==================== block 1
### Zoomed window, block 1

The bar under the picture is 5 um long. Region (27, 21) to (47, 41) um. Cells in gray, sequential cells in the stronger gray; small squares are vias.
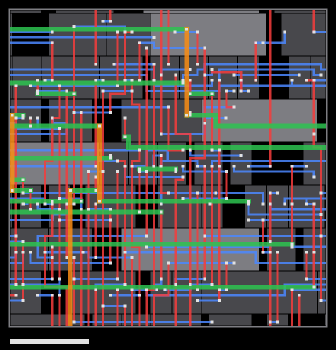

[config.mk]
export PLATFORM = sky130hd
export DESIGN_NAME = rr_encoder_arbiter
export DESIGN_NICKNAME = d
export VERILOG_FILES = /design/src/rtl/arb_pkg.sv /design/src/rtl/rr_priority_encoder.sv /design/src/rtl/rr_encoder_arbiter.sv
export SDC_FILE = /design/constraint.sdc
export NUM_CORES = 1
export LEC_CHECK = 0
export ABC_CLOCK_PERIOD_IN_PS = 3300
export CORE_ASPECT_RATIO = 0.6
export CORE_UTILIZATION = 46
export CTS_CLUSTER_SIZE = 30
export DETAILED_ROUTE_END_ITERATION = 10
export PLACE_DENSITY = 0.82
export REMOVE_ABC_BUFFERS = 1
export SYNTH_ARGS = -nofsm -noshare
export SYNTH_HDL_FRONTEND = slang
export SYNTH_SLANG_ARGS = --single-unit
[constraint.sdc]
create_clock -name clk -period 3.3 [get_ports clk]
set_input_delay 0.495 -clock clk [delete_from_list [all_inputs] [get_ports clk]]
set_output_delay 0.495 -clock clk [all_outputs]
set_load 0.02 [all_outputs]
[src/rtl/arb_pkg.sv]
// arb_pkg: shared definitions for the round-robin encoder arbiter.
// Holds the FSM state encodings and the default sizing parameters.
package arb_pkg;

    localparam int ARB_N        = 8;
    localparam int ARB_IDX_W    = 3;
    localparam int ARB_MAX_HOLD = 16;

    typedef enum logic {
        ST_IDLE  = 1'b0,
        ST_GRANT = 1'b1
    } arb_state_e;

endpackage : arb_pkg

[src/rtl/rr_priority_encoder.sv]
// rr_priority_encoder: combinational round-robin search.
// The request vector is rotated so that bit ptr becomes bit 0. The lowest set
// bit is then picked, and its position is rotated back into requester numbering.
module rr_priority_encoder
    import arb_pkg::*;
#(
    parameter int N     = ARB_N,
    parameter int IDX_W = ARB_IDX_W
) (
    input  logic [N-1:0]     req,
    input  logic [IDX_W-1:0] ptr,
    output logic             found,
    output logic [N-1:0]     winner_oh,
    output logic [IDX_W-1:0] winner_idx
);

    logic [2*N-1:0]   doubled;
    logic [N-1:0]     rotated;
    logic [IDX_W-1:0] rot_idx;

    // Rotate, priority-encode the lowest set bit, then un-rotate the index
    always_comb begin
        doubled = {req, req};
        rotated = doubled[ptr +: N];
        found   = 1'b0;
        rot_idx = '0;
        for (int i = N - 1; i >= 0; i--) begin
            if (rotated[i]) begin
                found   = 1'b1;
                rot_idx = IDX_W'(i);
            end
        end
        winner_idx            = IDX_W'((int'(rot_idx) + int'(ptr)) % N);
        winner_oh             = '0;
        winner_oh[winner_idx] = found;
    end

endmodule : rr_priority_encoder

[src/rtl/rr_encoder_arbiter.sv]
// rr_encoder_arbiter: round-robin owner selection for a shared encoder.
// A grant is held until the owner pulses done or drops its request; on release
// the next owner is chosen in the same cycle so the encoder enable never dips.
// Define ARB_TIMEOUT_EN to add a hold counter that forcibly revokes a grant
// after MAX_HOLD cycles and pulses timeout; otherwise timeout is tied low.
module rr_encoder_arbiter
    import arb_pkg::*;
#(
    parameter int N     = ARB_N,
    parameter int IDX_W = ARB_IDX_W
`ifdef ARB_TIMEOUT_EN
    ,
    parameter int MAX_HOLD = ARB_MAX_HOLD
`endif
) (
    input  logic             clk,
    input  logic             reset,
    input  logic [N-1:0]     req,
    input  logic             done,
    output logic [N-1:0]     gnt,
    output logic [IDX_W-1:0] gnt_idx,
    output logic             gnt_valid,
    output logic             timeout
);

    arb_state_e       state_q, state_d;
    logic [IDX_W-1:0] ptr_q, ptr_d;
    logic [N-1:0]     gnt_q, gnt_d;
    logic [IDX_W-1:0] gnt_idx_q, gnt_idx_d;
    logic             gnt_valid_q, gnt_valid_d;

    logic             found;
    logic [N-1:0]     win_oh;
    logic [IDX_W-1:0] win_idx;
    logic             rel_evt;
    logic             forced_evt;
    logic             new_grant;

    rr_priority_encoder #(
        .N     (N),
        .IDX_W (IDX_W)
    ) u_search (
        .req        (req),
        .ptr        (ptr_q),
        .found      (found),
        .winner_oh  (win_oh),
        .winner_idx (win_idx)
    );

    assign rel_evt = (state_q == ST_GRANT) && (done || !req[gnt_idx_q]);

`ifdef ARB_TIMEOUT_EN
    localparam int HOLD_W = (MAX_HOLD > 2) ? $clog2(MAX_HOLD) : 1;

    logic [HOLD_W-1:0] hold_cnt_q, hold_cnt_d;
    logic              timeout_q, timeout_d;

    assign forced_evt = (state_q == ST_GRANT) && !rel_evt &&
                        (hold_cnt_q == HOLD_W'(MAX_HOLD - 1));
    assign timeout    = timeout_q;
`else
    assign forced_evt = 1'b0;
    assign timeout    = 1'b0;
`endif

    // Next-state logic: grant from idle, hold, or re-arbitrate on release
    always_comb begin
        state_d     = state_q;
        ptr_d       = ptr_q;
        gnt_d       = gnt_q;
        gnt_idx_d   = gnt_idx_q;
        gnt_valid_d = gnt_valid_q;
        new_grant   = 1'b0;
`ifdef ARB_TIMEOUT_EN
        timeout_d   = 1'b0;
        hold_cnt_d  = hold_cnt_q;
`endif
        case (state_q)
            ST_IDLE: begin
                if (found) begin
                    new_grant = 1'b1;
                end
            end
            ST_GRANT: begin
                if (rel_evt || forced_evt) begin
`ifdef ARB_TIMEOUT_EN
                    timeout_d = forced_evt;
`endif
                    if (found) begin
                        new_grant = 1'b1;
                    end else begin
                        state_d     = ST_IDLE;
                        gnt_d       = '0;
                        gnt_idx_d   = '0;
                        gnt_valid_d = 1'b0;
                    end
                end else begin
`ifdef ARB_TIMEOUT_EN
                    hold_cnt_d = hold_cnt_q + 1'b1;
`endif
                end
            end
            default: begin
                state_d = ST_IDLE;
            end
        endcase

        if (new_grant) begin
            state_d     = ST_GRANT;
            gnt_d       = win_oh;
            gnt_idx_d   = win_idx;
            gnt_valid_d = 1'b1;
            ptr_d       = IDX_W'((int'(win_idx) + 1) % N);
`ifdef ARB_TIMEOUT_EN
            hold_cnt_d  = '0;
`endif
        end
    end

    // State and output registers; reset wins over any release or timeout
    always_ff @(posedge clk) begin
        if (reset) begin
            state_q     <= ST_IDLE;
            ptr_q       <= '0;
            gnt_q       <= '0;
            gnt_idx_q   <= '0;
            gnt_valid_q <= 1'b0;
`ifdef ARB_TIMEOUT_EN
            hold_cnt_q  <= '0;
            timeout_q   <= 1'b0;
`endif
        end else begin
            state_q     <= state_d;
            ptr_q       <= ptr_d;
            gnt_q       <= gnt_d;
            gnt_idx_q   <= gnt_idx_d;
            gnt_valid_q <= gnt_valid_d;
`ifdef ARB_TIMEOUT_EN
            hold_cnt_q  <= hold_cnt_d;
            timeout_q   <= timeout_d;
`endif
        end
    end

    assign gnt       = gnt_q;
    assign gnt_idx   = gnt_idx_q;
    assign gnt_valid = gnt_valid_q;

endmodule : rr_encoder_arbiter

==================== block 2
## config.mk

```make
export PLATFORM = sky130hd
export DESIGN_NAME = multi_slow_edge_trigger
export DESIGN_NICKNAME = d
export VERILOG_FILES = /design/src/rtl/slow_trigger_pkg.sv /design/src/rtl/edge_trigger_channel.sv /design/src/rtl/multi_slow_edge_trigger.sv
export SDC_FILE = /design/constraint.sdc
export NUM_CORES = 1
export LEC_CHECK = 0
export CAP_MARGIN = 30
export CORE_ASPECT_RATIO = 0.9
export CORE_MARGIN = 2
export CORE_UTILIZATION = 42
export DETAILED_ROUTE_END_ITERATION = 8
export PLACE_DENSITY = 0.78
export SKIP_LAST_GASP = 1
export SYNTH_ARGS = -nofsm -noshare
export SYNTH_HDL_FRONTEND = slang
export SYNTH_SLANG_ARGS = --single-unit
```

## constraint.sdc

```tcl
create_clock -name fastClock -period 1.16 [get_ports fastClock]
set_clock_uncertainty 0.2 [all_clocks]
set_input_delay 0.116 -clock fastClock [delete_from_list [all_inputs] [get_ports fastClock]]
set_output_delay 0.116 -clock fastClock [all_outputs]
set_load 0.05 [all_outputs]
```

## src/rtl/slow_trigger_pkg.sv

```systemverilog
// Shared types and edge-select helper for the multi-channel slow edge trigger.
package slow_trigger_pkg;

    typedef enum logic [1:0] {
        EDGE_RISE = 2'b00,
        EDGE_FALL = 2'b01,
        EDGE_BOTH = 2'b10,
        EDGE_OFF  = 2'b11
    } edge_mode_t;

    typedef enum logic {
        ST_IDLE  = 1'b0,
        ST_PULSE = 1'b1
    } state_t;

    function automatic logic select_edge(edge_mode_t mode, logic rise, logic fall);
        logic sel;
        sel = 1'b0;
        case (mode)
            EDGE_RISE: sel = rise;
            EDGE_FALL: sel = fall;
            EDGE_BOTH: sel = rise | fall;
            default:   sel = 1'b0;
        endcase
        return sel;
    endfunction

endpackage

```

## src/rtl/edge_trigger_channel.sv

```systemverilog
// One channel: synchroniser, edge detector, pulse FSM, sticky overrun flag and,
// with MULTI_SLOW_EDGE_TRIGGER_EVENT_COUNT_EN, a saturating accepted-edge counter.
module edge_trigger_channel
    import slow_trigger_pkg::*;
#(
    parameter int unsigned SYNC_STAGES  = 2,
    parameter int unsigned PULSE_CYCLES = 1
`ifdef MULTI_SLOW_EDGE_TRIGGER_EVENT_COUNT_EN
    ,
    parameter int unsigned CNT_W        = 8
`endif
) (
    input  logic             i_clk,
    input  logic             i_rst,
    input  logic             i_slow,
    input  logic             i_armed,
    input  logic [1:0]       i_mode,
    input  logic             i_clr_overrun,
`ifdef MULTI_SLOW_EDGE_TRIGGER_EVENT_COUNT_EN
    output logic [CNT_W-1:0] o_event_count,
`endif
    output logic             o_trigger,
    output logic             o_busy,
    output logic             o_overrun
);

    localparam int unsigned PCW = (PULSE_CYCLES > 1) ? $clog2(PULSE_CYCLES) : 1;
    localparam logic [PCW-1:0] PULSE_LOAD = PCW'(PULSE_CYCLES - 1);

    logic [SYNC_STAGES-1:0] r_sync;
    logic                   r_prev;
    state_t                 r_state;
    state_t                 w_state_next;
    logic [PCW-1:0]         r_pcnt;
    logic [PCW-1:0]         w_pcnt_next;
    logic                   r_overrun;
    logic                   w_overrun_set;
    logic                   w_sync_out;
    logic                   w_edge;

    // prev follows the synchroniser even while unarmed, so levels held through reset are ignored.
    always_ff @(posedge i_clk) begin
        if (i_rst) begin
            r_sync <= '0;
            r_prev <= 1'b0;
        end else begin
            r_sync <= {r_sync[SYNC_STAGES-2:0], i_slow};
            r_prev <= r_sync[SYNC_STAGES-1];
        end
    end

    assign w_sync_out = r_sync[SYNC_STAGES-1];
    assign w_edge     = i_armed & select_edge(edge_mode_t'(i_mode),
                                              w_sync_out & ~r_prev,
                                              ~w_sync_out & r_prev);

    always_ff @(posedge i_clk) begin
        if (i_rst) begin
            r_state <= ST_IDLE;
            r_pcnt  <= '0;
        end else begin
            r_state <= w_state_next;
            r_pcnt  <= w_pcnt_next;
        end
    end

    always_comb begin
        w_state_next  = r_state;
        w_pcnt_next   = r_pcnt;
        w_overrun_set = 1'b0;
        unique case (r_state)
            ST_IDLE: begin
                if (w_edge) begin
                    w_state_next = ST_PULSE;
                    w_pcnt_next  = PULSE_LOAD;
                end
            end
            ST_PULSE: begin
                // Only the final pulse cycle may re-arm; earlier edges are lost and flagged.
                if (r_pcnt == '0) begin
                    if (w_edge) begin
                        w_pcnt_next = PULSE_LOAD;
                    end else begin
                        w_state_next = ST_IDLE;
                    end
                end else begin
                    w_pcnt_next   = r_pcnt - 1'b1;
                    w_overrun_set = w_edge;
                end
            end
            default: begin
                w_state_next = ST_IDLE;
            end
        endcase
    end

    always_comb begin
        o_trigger = (r_state == ST_PULSE);
        o_busy    = (r_state == ST_PULSE);
        o_overrun = r_overrun;
    end

    always_ff @(posedge i_clk) begin
        if (i_rst) begin
            r_overrun <= 1'b0;
        end else if (w_overrun_set) begin
            r_overrun <= 1'b1;
        end else if (i_clr_overrun) begin
            r_overrun <= 1'b0;
        end
    end

`ifdef MULTI_SLOW_EDGE_TRIGGER_EVENT_COUNT_EN
    logic [CNT_W-1:0] r_event_cnt;

    always_ff @(posedge i_clk) begin
        if (i_rst) begin
            r_event_cnt <= '0;
        end else if (w_edge && (r_event_cnt != {CNT_W{1'b1}})) begin
            r_event_cnt <= r_event_cnt + 1'b1;
        end
    end

    assign o_event_count = r_event_cnt;
`endif

endmodule

```

## src/rtl/multi_slow_edge_trigger.sv

```systemverilog
// Multi-channel slow-signal edge trigger: shared post-reset warm-up plus one channel per input.
// Optional per-channel event counters via MULTI_SLOW_EDGE_TRIGGER_EVENT_COUNT_EN.
module multi_slow_edge_trigger
    import slow_trigger_pkg::*;
#(
    parameter int unsigned CHANNELS     = 4,
    parameter int unsigned SYNC_STAGES  = 2,
    parameter int unsigned PULSE_CYCLES = 1,
    parameter int unsigned CNT_W        = 8
) (
    input  logic                      fastClock,
    input  logic                      reset,
    input  logic [CHANNELS-1:0]       slowIn,
    input  logic [1:0]                edgeMode,
    input  logic                      clearOverrun,
`ifdef MULTI_SLOW_EDGE_TRIGGER_EVENT_COUNT_EN
    output logic [CHANNELS*CNT_W-1:0] eventCount,
`endif
    output logic [CHANNELS-1:0]       trigger,
    output logic [CHANNELS-1:0]       busy,
    output logic [CHANNELS-1:0]       overrun
);

    localparam int unsigned WW = $clog2(SYNC_STAGES + 2);
    localparam logic [WW-1:0] WARM_DONE = WW'(SYNC_STAGES + 1);

    logic [WW-1:0] r_warm;
    logic          w_armed;

    // Holds off detection until every synchroniser stage and prev carry post-reset samples.
    always_ff @(posedge fastClock) begin
        if (reset) begin
            r_warm <= '0;
        end else if (r_warm != WARM_DONE) begin
            r_warm <= r_warm + 1'b1;
        end
    end

    assign w_armed = (r_warm == WARM_DONE);

`ifndef MULTI_SLOW_EDGE_TRIGGER_EVENT_COUNT_EN
    logic w_unused_cnt_w;
    assign w_unused_cnt_w = |CNT_W;
`endif

    for (genvar ch = 0; ch < CHANNELS; ch++) begin : g_ch
        edge_trigger_channel #(
            .SYNC_STAGES  (SYNC_STAGES),
            .PULSE_CYCLES (PULSE_CYCLES)
`ifdef MULTI_SLOW_EDGE_TRIGGER_EVENT_COUNT_EN
            ,
            .CNT_W        (CNT_W)
`endif
        ) u_chan (
            .i_clk         (fastClock),
            .i_rst         (reset),
            .i_slow        (slowIn[ch]),
            .i_armed       (w_armed),
            .i_mode        (edgeMode),
            .i_clr_overrun (clearOverrun),
`ifdef MULTI_SLOW_EDGE_TRIGGER_EVENT_COUNT_EN
            .o_event_count (eventCount[ch*CNT_W +: CNT_W]),
`endif
            .o_trigger     (trigger[ch]),
            .o_busy        (busy[ch]),
            .o_overrun     (overrun[ch])
        );
    end

endmodule

```

==================== block 3
## src/rtl/ram_rr_arbiter.sv

```systemverilog
// rtl/ram_rr_arbiter.sv - round-robin arbiter of several hosts onto one RAM-style device port
//
// Purpose: picks one requesting host per cycle by round-robin priority and
// forwards its request to the device with no added latency. The index of
// every accepted request is recorded in an order FIFO. Each device response
// is sent back to the host at the head of that FIFO.
//
// Ports:
//   clk_i, rst_ni                    clock, synchronous active-low reset
//   host_req_i / host_gnt_o          per-host request and combinational grant
//   host_addr_i, host_we_i,          per-host request fields, host i in slice i
//   host_be_i, host_wdata_i
//   host_rvalid_o, host_err_o        per-host response strobes (one-hot or zero)
//   host_rdata_o                     shared response data (zero when idle)
//   dev_req_o .. dev_wdata_o         forwarded request (all zero when idle)
//   dev_gnt_i, dev_rvalid_i,         device handshake and response
//   dev_err_i, dev_rdata_i
//   outstanding_o                    accepted requests still awaiting a response
//   spurious_rsp_o                   sticky: response arrived with nothing outstanding

module ram_rr_arbiter #(
   parameter int unsigned NrHosts        = 3,
   parameter int unsigned AddrWidth      = 32,
   parameter int unsigned DataWidth      = 32,
   parameter int unsigned MaxOutstanding = 2
) (
   input  logic                           clk_i,
   input  logic                           rst_ni,
   input  logic [NrHosts-1:0]             host_req_i,
   output logic [NrHosts-1:0]             host_gnt_o,
   input  logic [NrHosts*AddrWidth-1:0]   host_addr_i,
   input  logic [NrHosts-1:0]             host_we_i,
   input  logic [NrHosts*4-1:0]           host_be_i,
   input  logic [NrHosts*DataWidth-1:0]   host_wdata_i,
   output logic [NrHosts-1:0]             host_rvalid_o,
   output logic [DataWidth-1:0]           host_rdata_o,
   output logic [NrHosts-1:0]             host_err_o,
   output logic                           dev_req_o,
   output logic                           dev_we_o,
   output logic [AddrWidth-1:0]           dev_addr_o,
   output logic [3:0]                     dev_be_o,
   output logic [DataWidth-1:0]           dev_wdata_o,
   input  logic                           dev_gnt_i,
   input  logic                           dev_rvalid_i,
   input  logic                           dev_err_i,
   input  logic [DataWidth-1:0]           dev_rdata_i,
   output logic [$clog2(MaxOutstanding+1)-1:0] outstanding_o,
   output logic                           spurious_rsp_o
);

   localparam int unsigned IdxW = $clog2(NrHosts);
   localparam int unsigned CntW = $clog2(MaxOutstanding+1);
   // A single-entry FIFO still needs a one-bit pointer so the vectors are legal.
   localparam int unsigned PtrW = (MaxOutstanding > 1) ? $clog2(MaxOutstanding) : 1;

   logic [IdxW-1:0] rr_ptr;
   logic [IdxW-1:0] sel_idx;
   logic            sel_found;
   int unsigned     cand;

   logic [IdxW-1:0] fifo_q [MaxOutstanding];
   logic [PtrW-1:0] rd_ptr;
   logic [PtrW-1:0] wr_ptr;
   logic [CntW-1:0] count_q;
   logic            fifo_empty;
   logic [IdxW-1:0] head_idx;

   logic            issue_ok;
   logic            accept;
   logic            pop;

   function automatic logic [PtrW-1:0] ptr_inc(input logic [PtrW-1:0] p);
      return (p == PtrW'(MaxOutstanding - 1)) ? '0 : p + PtrW'(1);
   endfunction

   // Round-robin search: the host just after the last granted one goes first.
   always_comb begin
      sel_idx   = rr_ptr;
      sel_found = 1'b0;
      cand      = 0;
      for (int unsigned k = 1; k <= NrHosts; k++) begin
         cand = (32'(rr_ptr) + k) % NrHosts;
         if (!sel_found && host_req_i[cand]) begin
            sel_idx   = IdxW'(cand);
            sel_found = 1'b1;
         end
      end
   end

   assign fifo_empty = (count_q == '0);
   assign head_idx   = fifo_q[rd_ptr];

   // A response in the same cycle frees a slot, so a full FIFO can still
   // accept a request.
   assign issue_ok = (count_q < CntW'(MaxOutstanding)) | dev_rvalid_i;
   assign accept   = dev_req_o & dev_gnt_i;
   assign pop      = rst_ni & dev_rvalid_i & ~fifo_empty;

   always_comb begin
      dev_req_o   = rst_ni & sel_found & issue_ok;
      dev_we_o    = 1'b0;
      dev_addr_o  = '0;
      dev_be_o    = '0;
      dev_wdata_o = '0;
      if (dev_req_o) begin
         dev_we_o    = host_we_i[sel_idx];
         dev_addr_o  = host_addr_i[sel_idx*AddrWidth +: AddrWidth];
         dev_be_o    = host_be_i[sel_idx*4 +: 4];
         dev_wdata_o = host_wdata_i[sel_idx*DataWidth +: DataWidth];
      end
   end

   always_comb begin
      host_gnt_o    = '0;
      host_rvalid_o = '0;
      host_err_o    = '0;
      for (int i = 0; i < NrHosts; i++) begin
         host_gnt_o[i]    = accept && (sel_idx == IdxW'(i));
         host_rvalid_o[i] = pop && (head_idx == IdxW'(i));
         host_err_o[i]    = pop && dev_err_i && (head_idx == IdxW'(i));
      end
   end

   assign host_rdata_o  = pop ? dev_rdata_i : '0;
   assign outstanding_o = count_q;

   always_ff @(posedge clk_i) begin
      if (!rst_ni) begin
         rr_ptr         <= IdxW'(NrHosts - 1);
         rd_ptr         <= '0;
         wr_ptr         <= '0;
         count_q        <= '0;
         spurious_rsp_o <= 1'b0;
      end else begin
         if (accept) begin
            rr_ptr <= sel_idx;
            wr_ptr <= ptr_inc(wr_ptr);
         end
         if (pop) begin
            rd_ptr <= ptr_inc(rd_ptr);
         end
         if (accept && !pop) begin
            count_q <= count_q + CntW'(1);
         end else if (pop && !accept) begin
            count_q <= count_q - CntW'(1);
         end
         if (dev_rvalid_i && fifo_empty) begin
            spurious_rsp_o <= 1'b1;
         end
      end
   end

   // Storage needs no reset: entries are only read behind the count.
   always_ff @(posedge clk_i) begin
      if (accept) begin
         fifo_q[wr_ptr] <= sel_idx;
      end
   end

endmodule

```

## config.mk

```make
export PLATFORM = sky130hd
export DESIGN_NAME = ram_rr_arbiter
export DESIGN_NICKNAME = d
export VERILOG_FILES = /design/src/rtl/ram_rr_arbiter.sv
export SDC_FILE = /design/constraint.sdc
export NUM_CORES = 1
export LEC_CHECK = 0
export CAP_MARGIN = 20
export CORE_AREA = 2 2 140 142
export CTS_BUF_LIST = sky130_fd_sc_hd__clkbuf_8 sky130_fd_sc_hd__clkbuf_16
export DETAILED_ROUTE_END_ITERATION = 7
export DIE_AREA = 0 0 142 144
export GPL_ROUTABILITY_DRIVEN = 0
export PLACE_DENSITY_LB_ADDON = 0.3
export SETUP_SLACK_MARGIN = 0.2
export SLEW_MARGIN = 5
export SYNTH_ARGS = -nofsm -noshare
export SYNTH_HDL_FRONTEND = slang
export SYNTH_SLANG_ARGS = --single-unit
```

## constraint.sdc

```tcl
create_clock -name clk_i -period 3.87 [get_ports clk_i]
set_input_delay 0.387 -clock clk_i [delete_from_list [all_inputs] [get_ports clk_i]]
set_output_delay 0.387 -clock clk_i [all_outputs]
set_load 0.01 [all_outputs]
```

==================== block 4
### src/rtl/uart_cmd_decoder.sv
// uart_cmd_decoder
//   Assembles bytes from the UART receiver into command frames, drives the
//   register file (write/read) and ALU strobes, and pushes response bytes
//   (read data or 2-byte ALU result, low byte first) into the TX FIFO.
//
// Ports
//   CLK, RST            clock, synchronous active-high reset
//   RX_P_DATA/RX_D_VLD  received byte + one-cycle valid
//   PAR_ERR/STP_ERR     error flags qualifying the byte on RX_D_VLD
//   RdData/RdData_Valid register-file read return
//   ALU_OUT/ALU_OUT_VLD ALU result return
//   FIFO_FULL           TX FIFO back-pressure
//   Address/WrEn/RdEn/WrData   register-file request (strobes one cycle)
//   ALU_EN/ALU_FUN/CLK_GATE_EN ALU start, function, clock-gate enable
//   WR_DATA/WR_INC      TX FIFO push
module uart_cmd_decoder #(
    parameter int width   = 8,
    parameter int addr_w  = 4,
    parameter int TIMEOUT = 255
) (
    input  logic                 CLK,
    input  logic                 RST,
    input  logic [width-1:0]     RX_P_DATA,
    input  logic                 RX_D_VLD,
    input  logic                 PAR_ERR,
    input  logic                 STP_ERR,
    input  logic [width-1:0]     RdData,
    input  logic                 RdData_Valid,
    input  logic [2*width-1:0]   ALU_OUT,
    input  logic                 ALU_OUT_VLD,
    input  logic                 FIFO_FULL,
    output logic [addr_w-1:0]    Address,
    output logic                 WrEn,
    output logic                 RdEn,
    output logic [width-1:0]     WrData,
    output logic                 ALU_EN,
    output logic [3:0]           ALU_FUN,
    output logic                 CLK_GATE_EN,
    output logic [width-1:0]     WR_DATA,
    output logic                 WR_INC
);

    localparam int CNT_W = $clog2(TIMEOUT + 1);

    localparam logic [width-1:0] CMD_WR     = width'(8'hAA);
    localparam logic [width-1:0] CMD_RD     = width'(8'hBB);
    localparam logic [width-1:0] CMD_ALU_OP = width'(8'hCC);
    localparam logic [width-1:0] CMD_ALU_NP = width'(8'hDD);

    // ST_ prefix keeps the state names clear of the WR_DATA port.
    typedef enum logic [3:0] {
        ST_IDLE, ST_WR_ADDR, ST_WR_DATA, ST_RD_ADDR, ST_RD_WAIT,
        ST_OP_A, ST_OP_B, ST_ALU_FUN_S, ST_ALU_WAIT, ST_SEND_LO, ST_SEND_HI
    } state_t;

    state_t               state;
    logic [addr_w-1:0]    addr_r;     // write address held between addr and data bytes
    logic [2*width-1:0]   resp;       // latched response (read data zero-extended)
    logic                 resp_two;   // response has a high byte (ALU result)
    logic [CNT_W-1:0]     cnt;

    logic byte_ok, byte_bad, timed_out;
    assign byte_ok   = RX_D_VLD && !PAR_ERR && !STP_ERR;
    assign byte_bad  = RX_D_VLD && (PAR_ERR || STP_ERR);
    assign timed_out = (cnt == CNT_W'(TIMEOUT));

    always_ff @(posedge CLK) begin
        if (RST) begin
            state       <= ST_IDLE;
            addr_r      <= '0;
            resp        <= '0;
            resp_two    <= 1'b0;
            cnt         <= '0;
            Address     <= '0;
            WrEn        <= 1'b0;
            RdEn        <= 1'b0;
            WrData      <= '0;
            ALU_EN      <= 1'b0;
            ALU_FUN     <= '0;
            CLK_GATE_EN <= 1'b0;
            WR_DATA     <= '0;
            WR_INC      <= 1'b0;
        end else begin
            WrEn   <= 1'b0;
            RdEn   <= 1'b0;
            ALU_EN <= 1'b0;
            WR_INC <= 1'b0;

            // Errored bytes abort a frame that is still being assembled.
            // Once a frame is complete (wait/send states) every incoming
            // byte, good or bad, is simply dropped.
            case (state)
                ST_IDLE: begin
                    if (byte_ok) begin
                        case (RX_P_DATA)
                            CMD_WR:     state <= ST_WR_ADDR;
                            CMD_RD:     state <= ST_RD_ADDR;
                            CMD_ALU_OP: state <= ST_OP_A;
                            CMD_ALU_NP: begin
                                state       <= ST_ALU_FUN_S;
                                CLK_GATE_EN <= 1'b1;
                            end
                            default:    state <= ST_IDLE;
                        endcase
                    end
                end

                ST_WR_ADDR: begin
                    if (byte_bad) state <= ST_IDLE;
                    else if (byte_ok) begin
                        addr_r <= RX_P_DATA[addr_w-1:0];
                        state  <= ST_WR_DATA;
                    end
                end

                ST_WR_DATA: begin
                    if (byte_bad) state <= ST_IDLE;
                    else if (byte_ok) begin
                        Address <= addr_r;
                        WrData  <= RX_P_DATA;
                        WrEn    <= 1'b1;
                        state   <= ST_IDLE;
                    end
                end

                ST_RD_ADDR: begin
                    if (byte_bad) state <= ST_IDLE;
                    else if (byte_ok) begin
                        Address <= RX_P_DATA[addr_w-1:0];
                        RdEn    <= 1'b1;
                        cnt     <= '0;
                        state   <= ST_RD_WAIT;
                    end
                end

                ST_RD_WAIT: begin
                    // valid beats a coincident timeout
                    if (RdData_Valid) begin
                        resp     <= {{width{1'b0}}, RdData};
                        resp_two <= 1'b0;
                        state    <= ST_SEND_LO;
                    end else if (timed_out) begin
                        state <= ST_IDLE;
                    end else begin
                        cnt <= cnt + 1'b1;
                    end
                end

                ST_OP_A: begin
                    if (byte_bad) state <= ST_IDLE;
                    else if (byte_ok) begin
                        Address <= '0;
                        WrData  <= RX_P_DATA;
                        WrEn    <= 1'b1;
                        state   <= ST_OP_B;
                    end
                end

                ST_OP_B: begin
                    if (byte_bad) state <= ST_IDLE;
                    else if (byte_ok) begin
                        Address     <= addr_w'(1);
                        WrData      <= RX_P_DATA;
                        WrEn        <= 1'b1;
                        CLK_GATE_EN <= 1'b1;
                        state       <= ST_ALU_FUN_S;
                    end
                end

                ST_ALU_FUN_S: begin
                    if (byte_bad) begin
                        CLK_GATE_EN <= 1'b0;
                        state       <= ST_IDLE;
                    end else if (byte_ok) begin
                        ALU_EN  <= 1'b1;
                        ALU_FUN <= RX_P_DATA[3:0];
                        cnt     <= '0;
                        state   <= ST_ALU_WAIT;
                    end
                end

                ST_ALU_WAIT: begin
                    if (ALU_OUT_VLD) begin
                        resp        <= ALU_OUT;
                        resp_two    <= 1'b1;
                        CLK_GATE_EN <= 1'b0;
                        state       <= ST_SEND_LO;
                    end else if (timed_out) begin
                        CLK_GATE_EN <= 1'b0;
                        state       <= ST_IDLE;
                    end else begin
                        cnt <= cnt + 1'b1;
                    end
                end

                ST_SEND_LO: begin
                    if (!FIFO_FULL) begin
                        WR_DATA <= resp[width-1:0];
                        WR_INC  <= 1'b1;
                        state   <= resp_two ? ST_SEND_HI : ST_IDLE;
                    end
                end

                ST_SEND_HI: begin
                    if (!FIFO_FULL) begin
                        WR_DATA <= resp[2*width-1:width];
                        WR_INC  <= 1'b1;
                        state   <= ST_IDLE;
                    end
                end

                default: state <= ST_IDLE;
            endcase
        end
    end

endmodule
### config.mk
export PLATFORM = sky130hd
export DESIGN_NAME = uart_cmd_decoder
export DESIGN_NICKNAME = d
export VERILOG_FILES = /design/src/rtl/uart_cmd_decoder.sv
export SDC_FILE = /design/constraint.sdc
export NUM_CORES = 1
export LEC_CHECK = 0
export CAP_MARGIN = 20
export CORE_ASPECT_RATIO = 1.5
export CORE_MARGIN = 5
export CORE_UTILIZATION = 54
export CTS_CLUSTER_DIAMETER = 80
export DETAILED_ROUTE_END_ITERATION = 6
export HOLD_SLACK_MARGIN = 0.03
export PLACE_DENSITY = 0.87
export SLEW_MARGIN = 20
export SYNTH_ARGS = -nofsm -noshare
export SYNTH_HDL_FRONTEND = slang
export SYNTH_SLANG_ARGS = --single-unit
### constraint.sdc
create_clock -name CLK -period 5.3 [get_ports CLK]
set_input_delay 0.53 -clock CLK [delete_from_list [all_inputs] [get_ports CLK]]
set_output_delay 0.53 -clock CLK [all_outputs]
set_load 0.1 [all_outputs]
### Gate-type map, block 1

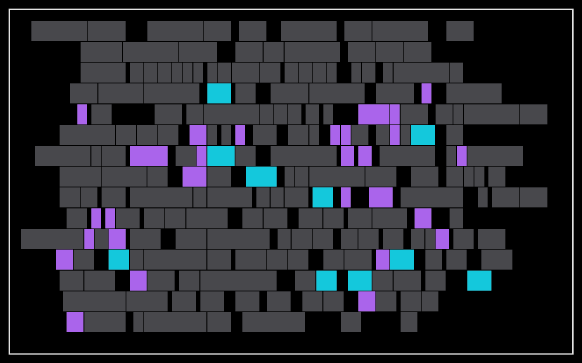
family	color	cells
nor cells	purple	28
non-inverting ao/oa cells	cyan	10
logic share of the area: 0.537
final cell count without fillers: 254
most common logic cell in the routed design: buf_4

Notes on 'Zoomed window' of block 1 above:
layer	color
metal 1	blue
metal 2	red
metal 3	green
metal 4	orange
netlist names of flops here include	gnt (2), ptr_q (2)
most frequent	nand3_1 (6), nand2_1 (4)
sequential cells in the window	4
cells with their middle in the window	41

==> COMMIT_EDITMSG, block 1 <==
Add synthesis and place-and-route results

- Synth area leaders: dfxtp_1 (23%), mux4_2 (11%), mux2_2 (4.8%), nand2_1 (4.3%), nor2_1 (4.3%)
- After synthesis, the design contains roughly 160 cells according to Yosys.
* GRT Overall Usage: 0.293
- Arrival time at the worst endpoint: approximately 3.6 ns
* Clock buffer and inverter area fraction after layout: 0.0273
- The report lists the number of cells resized after CTS as 23.
- Number of fillers in the final layout: roughly 220
* Warning count from the yosys run: 0
* Clock-pin slew on the worst setup and hold paths: approximately 0.07 ns
- End point of the critical path: ptr_q[2]$_SDFFE_PP0P_
- The final reports fail on negative setup slack.
- Per the detail_route log, met2 wirelength is slightly below 2 mm.
* Post-synth EDFFs: 0
- Tightest hold margin: between 0.4 and 0.5 ns
- Status: finished, violations left
* 1st-pass router iterations: 5
- The count of nets left with antenna violations once routing finished came out at 0.
* Final Wtd Congestion: 0.884
- The design has 16 sequential cells.
- Combinational gate count: around 130
* Met1 layer wirelength in the final routing: 2.05 mm
- Across the placement rows, the number of tap cells is 42.
- Entering global routing, the biggest net connects 15 pins.
* Vias per cell: between 6 and 7
- After layout, the worst setup slack is -0.183 ns.
- Internal power component: approximately 1.1 mW
- The final timing report counts setup violations totalling 1.
- Global-route layer with the greatest usage: met2
- Critical path peak fanout: 5
- The power report lists the clock group at between 150 and 200 uW.
- Portion of total power attributed to combinational logic: 0.726
- By count the netlist is led by dfxtp_1 (16), nand2_1 (16), nor2_1 (16).
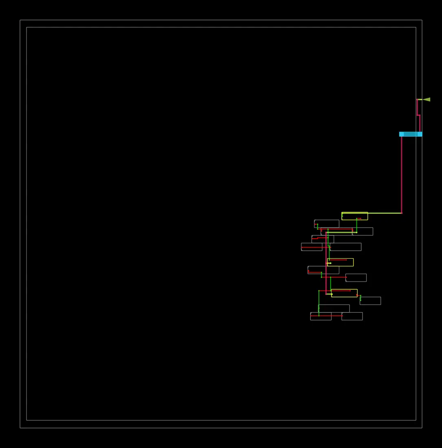
*Clock routing, block 3*
sink count of the clock tree: 12
flip-flops: 12

==> COMMIT_EDITMSG, block 3 <==
Add synthesis and place-and-route results

- The layer flagged by global routing as most heavily used is met2.
- The share of synthesized area in the top cell type comes to 0.198.
- After layout, the design draws a total of between 2 and 3 mW.
* Chip Area, Yosys: 4420 um2
- Average detailed-routed wire length per instance: around 19 um
* Clock-pin slew on the worst setup and hold paths: 0.04 ns
- The run finished with clean final reports.
* Total core area: approximately 19,000 um2
- Sum of buffers and inverters on the critical path: 4
* Comb group: around 2.2 mW
* Warning total across the stage logs: 31
- On the critical path the data arrives at approximately 3.3 ns.
* Routed WL: between 20 and 25 mm
- Setup slack on the worst reg-to-reg path comes out at 0.66 ns.
- Synth area leaders: and3_1 (20%), o311ai_1 (14%), a211oi_1 (12%), nand4_1 (9.8%), inv_1 (6.5%)
- In the routed design, unresolved DRC markers number 0.
- Antenna diodes: 0
- Prior to clock tree synthesis, the placed netlist has a worst setup slack of approximately 0.22 ns.
* Number of non-clock buffers: 410
* Parity-gate share of the synthesized area counting xor and xnor cells: 0.00595
* Width of the chip: 142 um
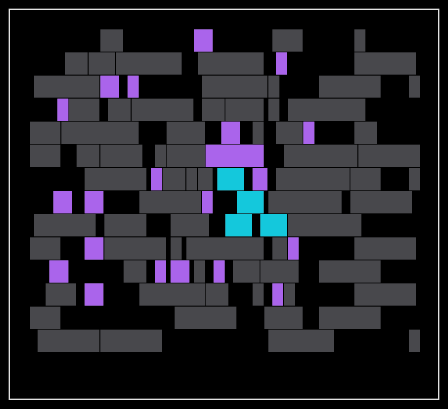
*Gate-type map, block 2*
family	color	cells
non-inverting ao/oa cells	cyan	4
nor cells	purple	21

==> COMMIT_EDITMSG, block 2 <==
Add synthesis and place-and-route results

- The power report attributes to the clock group a share of 0.294.
- Total core area: about 1900 um2
- Combinational gate count: ~46
- The flow ran to the end, but the final reports show violations.
* Final critical path time including I/O delays and setup: around 1.2 ns
- CTS reports a maximum clock tree buffer depth of 2.
- After detailed routing, the wire length on met1 is 505 um.
- Highest-count cells in the layout ignoring fill and taps: nor2_1 (10), nor2b_1 (8), dfxtp_1 (8), buf_12 (8), clkdlybuf4s50_1 (7)
* Final-layout clock buffer total: 4
- Site Rows: 15
* Number of clock buffers inserted by TritonCTS: 3
- Vertical extent of the die: around 46 um
- The report counts max-capacitance violations totalling 0.
- Power spread over the standard cell area amounts to between 1000 and 1500 nW/um2.
- The logs give a warning total of 34.
* Number of ports placed on the die boundary: 21
- The power report attributes to the combinational group a share of 0.176.
- Share of the synthesized area in the top cell type: 0.443
- Final setup viols: 4
* Overall via count from detail_route: approximately 520
* Vias per cell: approximately 4.3
* Chip Area, Yosys: slightly above 800 um2
- Violations in the final reports: negative setup slack
* Post-placement cell count: between 100 and 150
* ANT nets after route: 0
* Most frequently used flop master after synthesis: dfxtp_1
- Number of nets in the layout: 116
- Tightest hold margin: between 0.15 and 0.2 ns
- The slowest stage of the critical path is the dfxtp_2 cell.
- Yosys shows that the main logic family after synthesis is simple AND/OR/NAND/NOR gates.
* Synthesized-area fraction occupied by adder cells: 0.138
- Post-cts repair resize count: 16
* Hold EP: g_ch[3].u_chan.r_sync[0]$_SDFF_PP0_
* Register share of total power: 0.530
- After synthesis, the mean cell area works out to just under 10 um2.
* Full die area: around 2300 um2
- Clock-pin slew on the worst setup and hold paths: around 0.1 ns
- Crit share post-route: 1.04
- Final worst slack: -0.0504 ns
- Post-Synth Simple-Gate Area: 0.163
- Power attributed to the clock group is 375 uW.
* Setup WS pre-CTS: -0.207 ns
- GRT Overall Usage: 0.117
- Looking at the clock tree report, the root buffer type is clkbuf_4.
* Largest power group: registers
- Initial antenna violation count: 0
* CP top delay family: flip-flops
- Post-synthesis cell type with the largest instance count: dfxtp_1
* Number of standard cells reported by yosys: between 80 and 90
* Kind of critical path: reg2reg
- Per the detail_route log, the uppermost layer with routed signals is met3.
* Synth area leaders: dfxtp_1 (44%), ha_1 (14%), buf_4 (11%), nor2b_1 (6.2%), nor2_1 (5.1%)
- Average detailed-routed wire length per instance: ~9.2 um
- Looking at the clock tree report, the H-tree level count equals 1.
* TNS Setup: -0.137 ns
- The multi-input combinational cells in the finished layout cover a total of between 300 and 400 um2.
* CP startpoint: r_warm[1]$_SDFFE_PP0N_
* Seq cells post-synth: 18
* Logic share of the area: 0.336
- Along the worst path, the maximum fanout reaches 3.
- Across all register-to-register paths, the minimum setup slack is -0.05 ns.
- In the global route stage, met2 resource usage came out at 0.218.
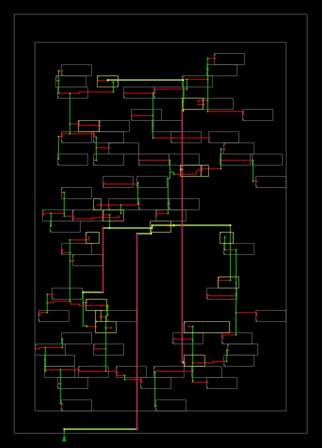
*Clock routing, block 4*
insertion delay to the later sink of the worst-skew pair: 0.35 ns
Fin Clk Skew: 0.00829 ns
final-layout clock buffer total: 11
flip-flops: 62

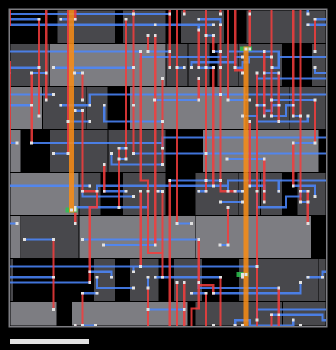
*Zoomed window, block 4*
The bar under the picture is 5 um long. Region (26, 61) to (46, 81) um. Cells in gray, sequential cells in the stronger gray; small squares are vias.
layer	color
metal 3	green
metal 1	blue
metal 2	red
metal 4	orange
sequential cells in the window	7
netlist names of flops here include	resp (5)
cells with their middle in the window	35
most frequent	nor2_1 (9), dfxtp_1 (7), a211oi_1 (4)

==> COMMIT_EDITMSG, block 4 <==
Add synthesis and place-and-route results

- The flow ran to the end, and the final reports show no timing, DRC or antenna violations.
- Post-Synth Simple-Gate Area: 0.217
- The critical path ends at cnt[3]$_SDFFE_PP0P_.
* Setup Fix Bufs, Post-CTS: 0
- Sequential standard cell area: 1240 um2
- Number of clock buffers inserted by TritonCTS: 9
- Global-route layer with the greatest usage: met2
- Pins Over Slew Limit: 0
- Psw: 212 uW
* Crit-path max cell delay: approximately 0.96 ns
- Overall via count from detail_route: ~2,700
- At the end of routability-driven placement, the weighted congestion stood at 0.892.
* Largest power group: registers
* Met3 WL: about 420 um
* Site Rows: 33
* Portion of total power attributed to combinational logic: 0.065
- Deepest clock path buffer count: 2
- Vias per cell: between 5 and 6
* Post-placement cell count: 453
- Entering global routing, the biggest net connects 57 pins.
- Floorplan Utilization: 0.555
- Tap Cells: ~70
- For the worst reg-to-reg path, the startpoint reported by OpenROAD is state[2]$_SDFFE_PP0P_.
* Dominant cell type by area after synthesis: dfxtp_1
- Max Clock Freq: 0.403 GHz
- In this run, the synthesized area fraction spent on AND-OR/OR-AND gates is recorded as 0.195.
- CP Data Required Time: around 5.5 ns
- When the netlist entered floorplanning its net count stood at approximately 380.
* Vias in the first global route: between 2,000 and 3,000
* Met1 track utilization from global routing: 0.252
- Actual slew at the worst max-slew pin: approximately 1.0 ns
* VDD IR max: 0.195 mV
* Tightest Hold Check Type: reg2reg
- Number of nets in the layout: roughly 440
* Final critical path time including I/O delays and setup: ~2.5 ns
* Critical Path, Cell by Cell: and3b_1, o21a_1, a21oi_1, a32o_1
* Reg2reg end: cnt[3]$_SDFFE_PP0P_
- The highest layer touched by signal routing is met4.
- Summed over all layers, the routed wires come to slightly above 7 mm.
* Seq cells post-synth: just over 60
* Synth Instances: between 300 and 400
- Wire length of the first global-routing pass: approximately 12 mm
- Critical Path Stages: 4
* Post-synthesis cell type with the largest instance count: dfxtp_1
* Most frequently used flop master after synthesis: dfxtp_1
- Ranking logic cells in the layout by count gives the top entries clkdlybuf4s50_1 (67), dfxtp_1 (62), nor2_1 (47), mux2i_1 (40), a211oi_1 (20).
- CP startpoint: state[2]$_SDFFE_PP0P_
- Vertical extent of the die: between 100 and 150 um
- Routed length on met2: around 3.7 mm
- Flip-flop and latch share of the layout cell area: 0.315
- On the final layout, the worst hold slack is roughly 0.47 ns.
- Headroom to the max-slew limit: 0.328
* Power density over cell area: 239 nW/um2
- Setup repair after global routing left no endpoint under its margin.
* Number of non-clock buffers: about 70
- The flow reports power dissipated in the clock network as 413 uW.
* Width of the chip: roughly 70 um
* Number of fillers in the final layout: around 440
- Total power of the final layout: about 940 uW
- The share of synthesized area in the top cell type comes to 0.407.
* Combinational gate count: 248

==> layout pictures side by side <==
Pin map.
Plate I
The bar under the picture is 20 um long. Pins as bars across the die edge, other pins in gray.
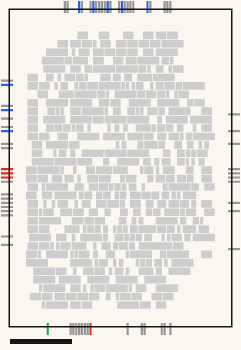
Plate II
The bar under the picture is 20 um long. Pins as bars across the die edge, other pins in gray.
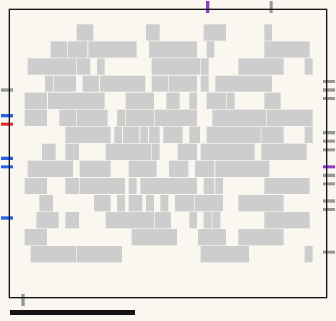
Plate III
The bar under the picture is 50 um long. Pins as bars across the die edge, other pins in gray.
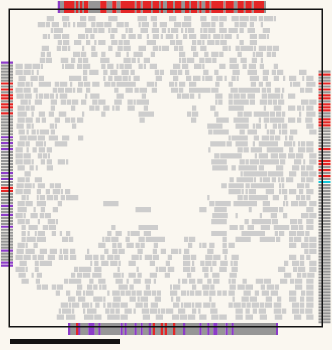
Plate IV
The bar under the picture is 20 um long. Pins as bars across the die edge, other pins in gray.
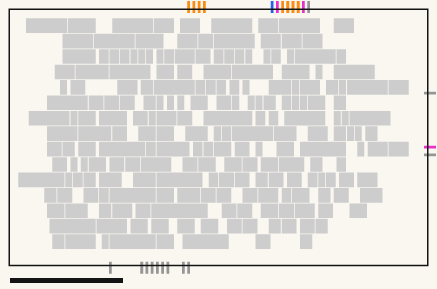
- smallest die: Plate II
Plate IV: block 1
Plate III: block 3
Plate I: block 4
Plate II: block 2

Key to Plate III:
port	color	pins	direction	edge
spurious_rsp_o	cyan	1	output	east
dev_addr_o	purple	32	output	19 south, 12 west, 1 north
host_wdata_i	red	96	input	66 north, 16 east, 9 west, 5 south
all pins by edge	104 south, 103 north, 85 east, 69 west


==================== block 5
### Pin map, block 5

The bar under the picture is 10 um long. Pins as bars across the die edge, other pins in gray.
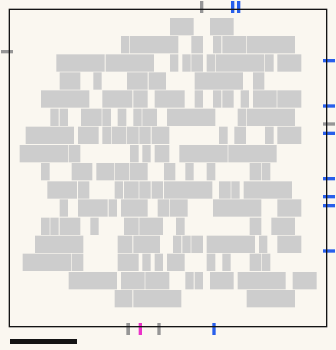
===== src/rtl/tick_period_meter.sv =====
// tick_period_meter: measures the spacing, in i_clk cycles, between single-cycle i_tick strobes.
// Latency: o_period/o_valid and o_timeout appear one cycle after the qualifying i_tick edge.
// Backpressure: none; o_valid and o_timeout are one-cycle pulses the consumer must sample.
//
// Ports:
//   i_clk     - clock, rising edge
//   i_rst     - synchronous active-high reset
//   i_tick    - event strobe, each high cycle is one event
//   o_period  - last measured period (1..MAX_PERIOD), held between measurements
//   o_valid   - one-cycle pulse when o_period has just been updated
//   o_timeout - one-cycle pulse when no tick arrived within MAX_PERIOD cycles
//   o_active  - high while an interval is being measured
module tick_period_meter #(
   parameter  int MAX_PERIOD = 1000,
   localparam int WIDTH      = $clog2(MAX_PERIOD + 1)
) (
   input  logic             i_clk,
   input  logic             i_rst,
   input  logic             i_tick,
   output logic [WIDTH-1:0] o_period,
   output logic             o_valid,
   output logic             o_timeout,
   output logic             o_active
);

   typedef enum logic {IDLE = 1'b0, MEASURE = 1'b1} state_t;

   localparam logic [WIDTH-1:0] MAX_CNT = MAX_PERIOD[WIDTH-1:0];
   localparam logic [WIDTH-1:0] ONE     = WIDTH'(1);

   state_t           state;
   logic [WIDTH-1:0] ctr;

   always_ff @(posedge i_clk) begin
      if (i_rst) begin
         state     <= IDLE;
         ctr       <= '0;
         o_period  <= '0;
         o_valid   <= 1'b0;
         o_timeout <= 1'b0;
      end else begin
         o_valid   <= 1'b0;
         o_timeout <= 1'b0;
         case (state)
            IDLE: begin
               // First tick only opens an interval; it has no predecessor to measure.
               if (i_tick) begin
                  state <= MEASURE;
                  ctr   <= ONE;
               end else begin
                  ctr <= '0;
               end
            end
            MEASURE: begin
               // A tick closes the current interval and opens the next one. It takes
               // priority over the timeout, so a tick at ctr == MAX_CNT is a valid MAX_PERIOD.
               if (i_tick) begin
                  o_period <= ctr;
                  o_valid  <= 1'b1;
                  ctr      <= ONE;
               end else if (ctr == MAX_CNT) begin
                  o_timeout <= 1'b1;
                  state     <= IDLE;
                  ctr       <= '0;
               end else begin
                  // ctr never exceeds MAX_CNT, so this add cannot wrap.
                  ctr <= ctr + ONE;
               end
            end
            default: begin
               state <= IDLE;
               ctr   <= '0;
            end
         endcase
      end
   end

   // Single-bit state register with MEASURE encoded as 1: o_active is the flop itself.
   assign o_active = (state == MEASURE);

endmodule

===== config.mk =====
export PLATFORM = sky130hd
export DESIGN_NAME = tick_period_meter
export DESIGN_NICKNAME = d
export VERILOG_FILES = /design/src/rtl/tick_period_meter.sv
export SDC_FILE = /design/constraint.sdc
export NUM_CORES = 1
export LEC_CHECK = 0
export CORE_UTILIZATION = 45
export DETAILED_ROUTE_END_ITERATION = 7
export GPL_TIMING_DRIVEN = 0
export PLACE_DENSITY = 0.7
export SKIP_CTS_REPAIR_TIMING = 1
export SLEW_MARGIN = 30
export SYNTH_ARGS = -nofsm -noshare
export SYNTH_HDL_FRONTEND = slang
export SYNTH_SLANG_ARGS = --single-unit

===== constraint.sdc =====
create_clock -name i_clk -period 3.4 [get_ports i_clk]
set_input_delay 1.02 -clock i_clk [delete_from_list [all_inputs] [get_ports i_clk]]
set_output_delay 1.02 -clock i_clk [all_outputs]
set_load 0.01 [all_outputs]

==> COMMIT_EDITMSG <==
Add synthesis and place-and-route results

- Summed over all nets, wire length on met3 after detailed routing comes to between 60 and 70 um.
- Crit share post-route: 0.660
- TritonCTS built the clock tree.
- Final setup viols: 0
- Global-route layer with the greatest usage: met2
* Number of fillers in the final layout: between 200 and 250
- Critical Path, Cell by Cell: clkdlybuf4s50_1
- ANT nets after route: 0
- The worst setup path is of the reg2out kind.
- Dominant cell type by area after synthesis: dfxtp_1
- Site Rows: 16
* Number of levels the H-tree was split into: 1
- The finished layout holds approximately 160 standard cells, fillers aside.
- Number of ports placed on the die boundary: 16
- Clock latency on the worst-skew pair, taken at its later pin, is 0.30 ns.
- The biggest slice of the total power is consumed by registers.
- GRT Residual Overflow: 0
- Count of non-CTS inverters in the layout: 5
- Status: finished clean
- According to the timing report, the critical path is launched from o_active$_SDFF_PP0_.
- Final std cell area, no fill: 1140 um2
* GRT Overall Usage: 0.175
- Fin Clk Skew: about 0.0057 ns
* Sink count of the clock tree: 23
- Actual slew at the worst max-slew pin: between 0.4 and 0.5 ns
* Count of distinct cell types in the synthesized netlist: 28
- Dominant class by area: registers
- Number of nets in the layout: roughly 130
- For this run, the register share of the synthesized area comes to 0.497.
- Of the total standard cell area in the layout, the multi-input combinational portion is 0.369.
* Warning total across the stage logs: 27
* Clock buffer and inverter area fraction after layout: 0.0242
- The routed design has approximately 1.7 mm of wire.
* Vias per cell: a little under 5
- Of the total standard cell area in the layout, the sequential portion is 0.405.
- Met1 layer wirelength in the final routing: ~820 um
- Part of the total power dissipated in the clock network: 0.282
- Reg2reg end: ctr[2]$_SDFF_PP0_
* Number of standard cells reported by yosys: between 100 and 150
- Final hold analysis gives a worst-case slack of 0.463 ns.
- Per the log, the first TritonRoute iteration ended with a DRC count of 21.
- The worst register-to-register path has a depth of 5.
Notes on 'Pin map' of block 5 above:
port	color	pins	direction	edge
i_tick	magenta	1	input	south
o_period	blue	10	output	7 east, 2 north, 1 south
all pins by edge	8 east, 4 south, 3 north, 1 west
width of the chip: 47.4 um
vertical extent of the die: 47.4 um
PortBufs: 15



## Gallery

Gate-type map.
(a)
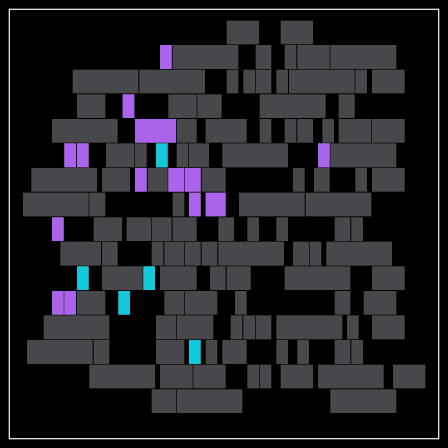
(b)
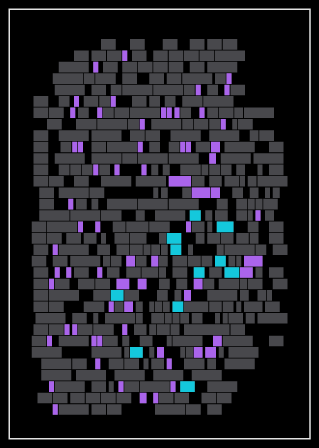
(c)
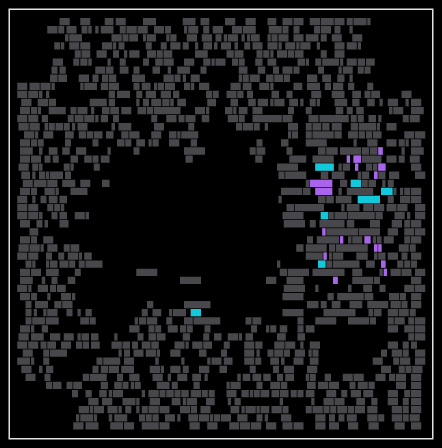
- block 3 = (c)
- block 5 = (a)
- block 4 = (b)
The one with the fewest cells is (a).

Key to (b):
family	color	cells
non-inverting ao/oa cells	cyan	11
nor cells	purple	66

Power is estimated from default activity; no workload was simulated.
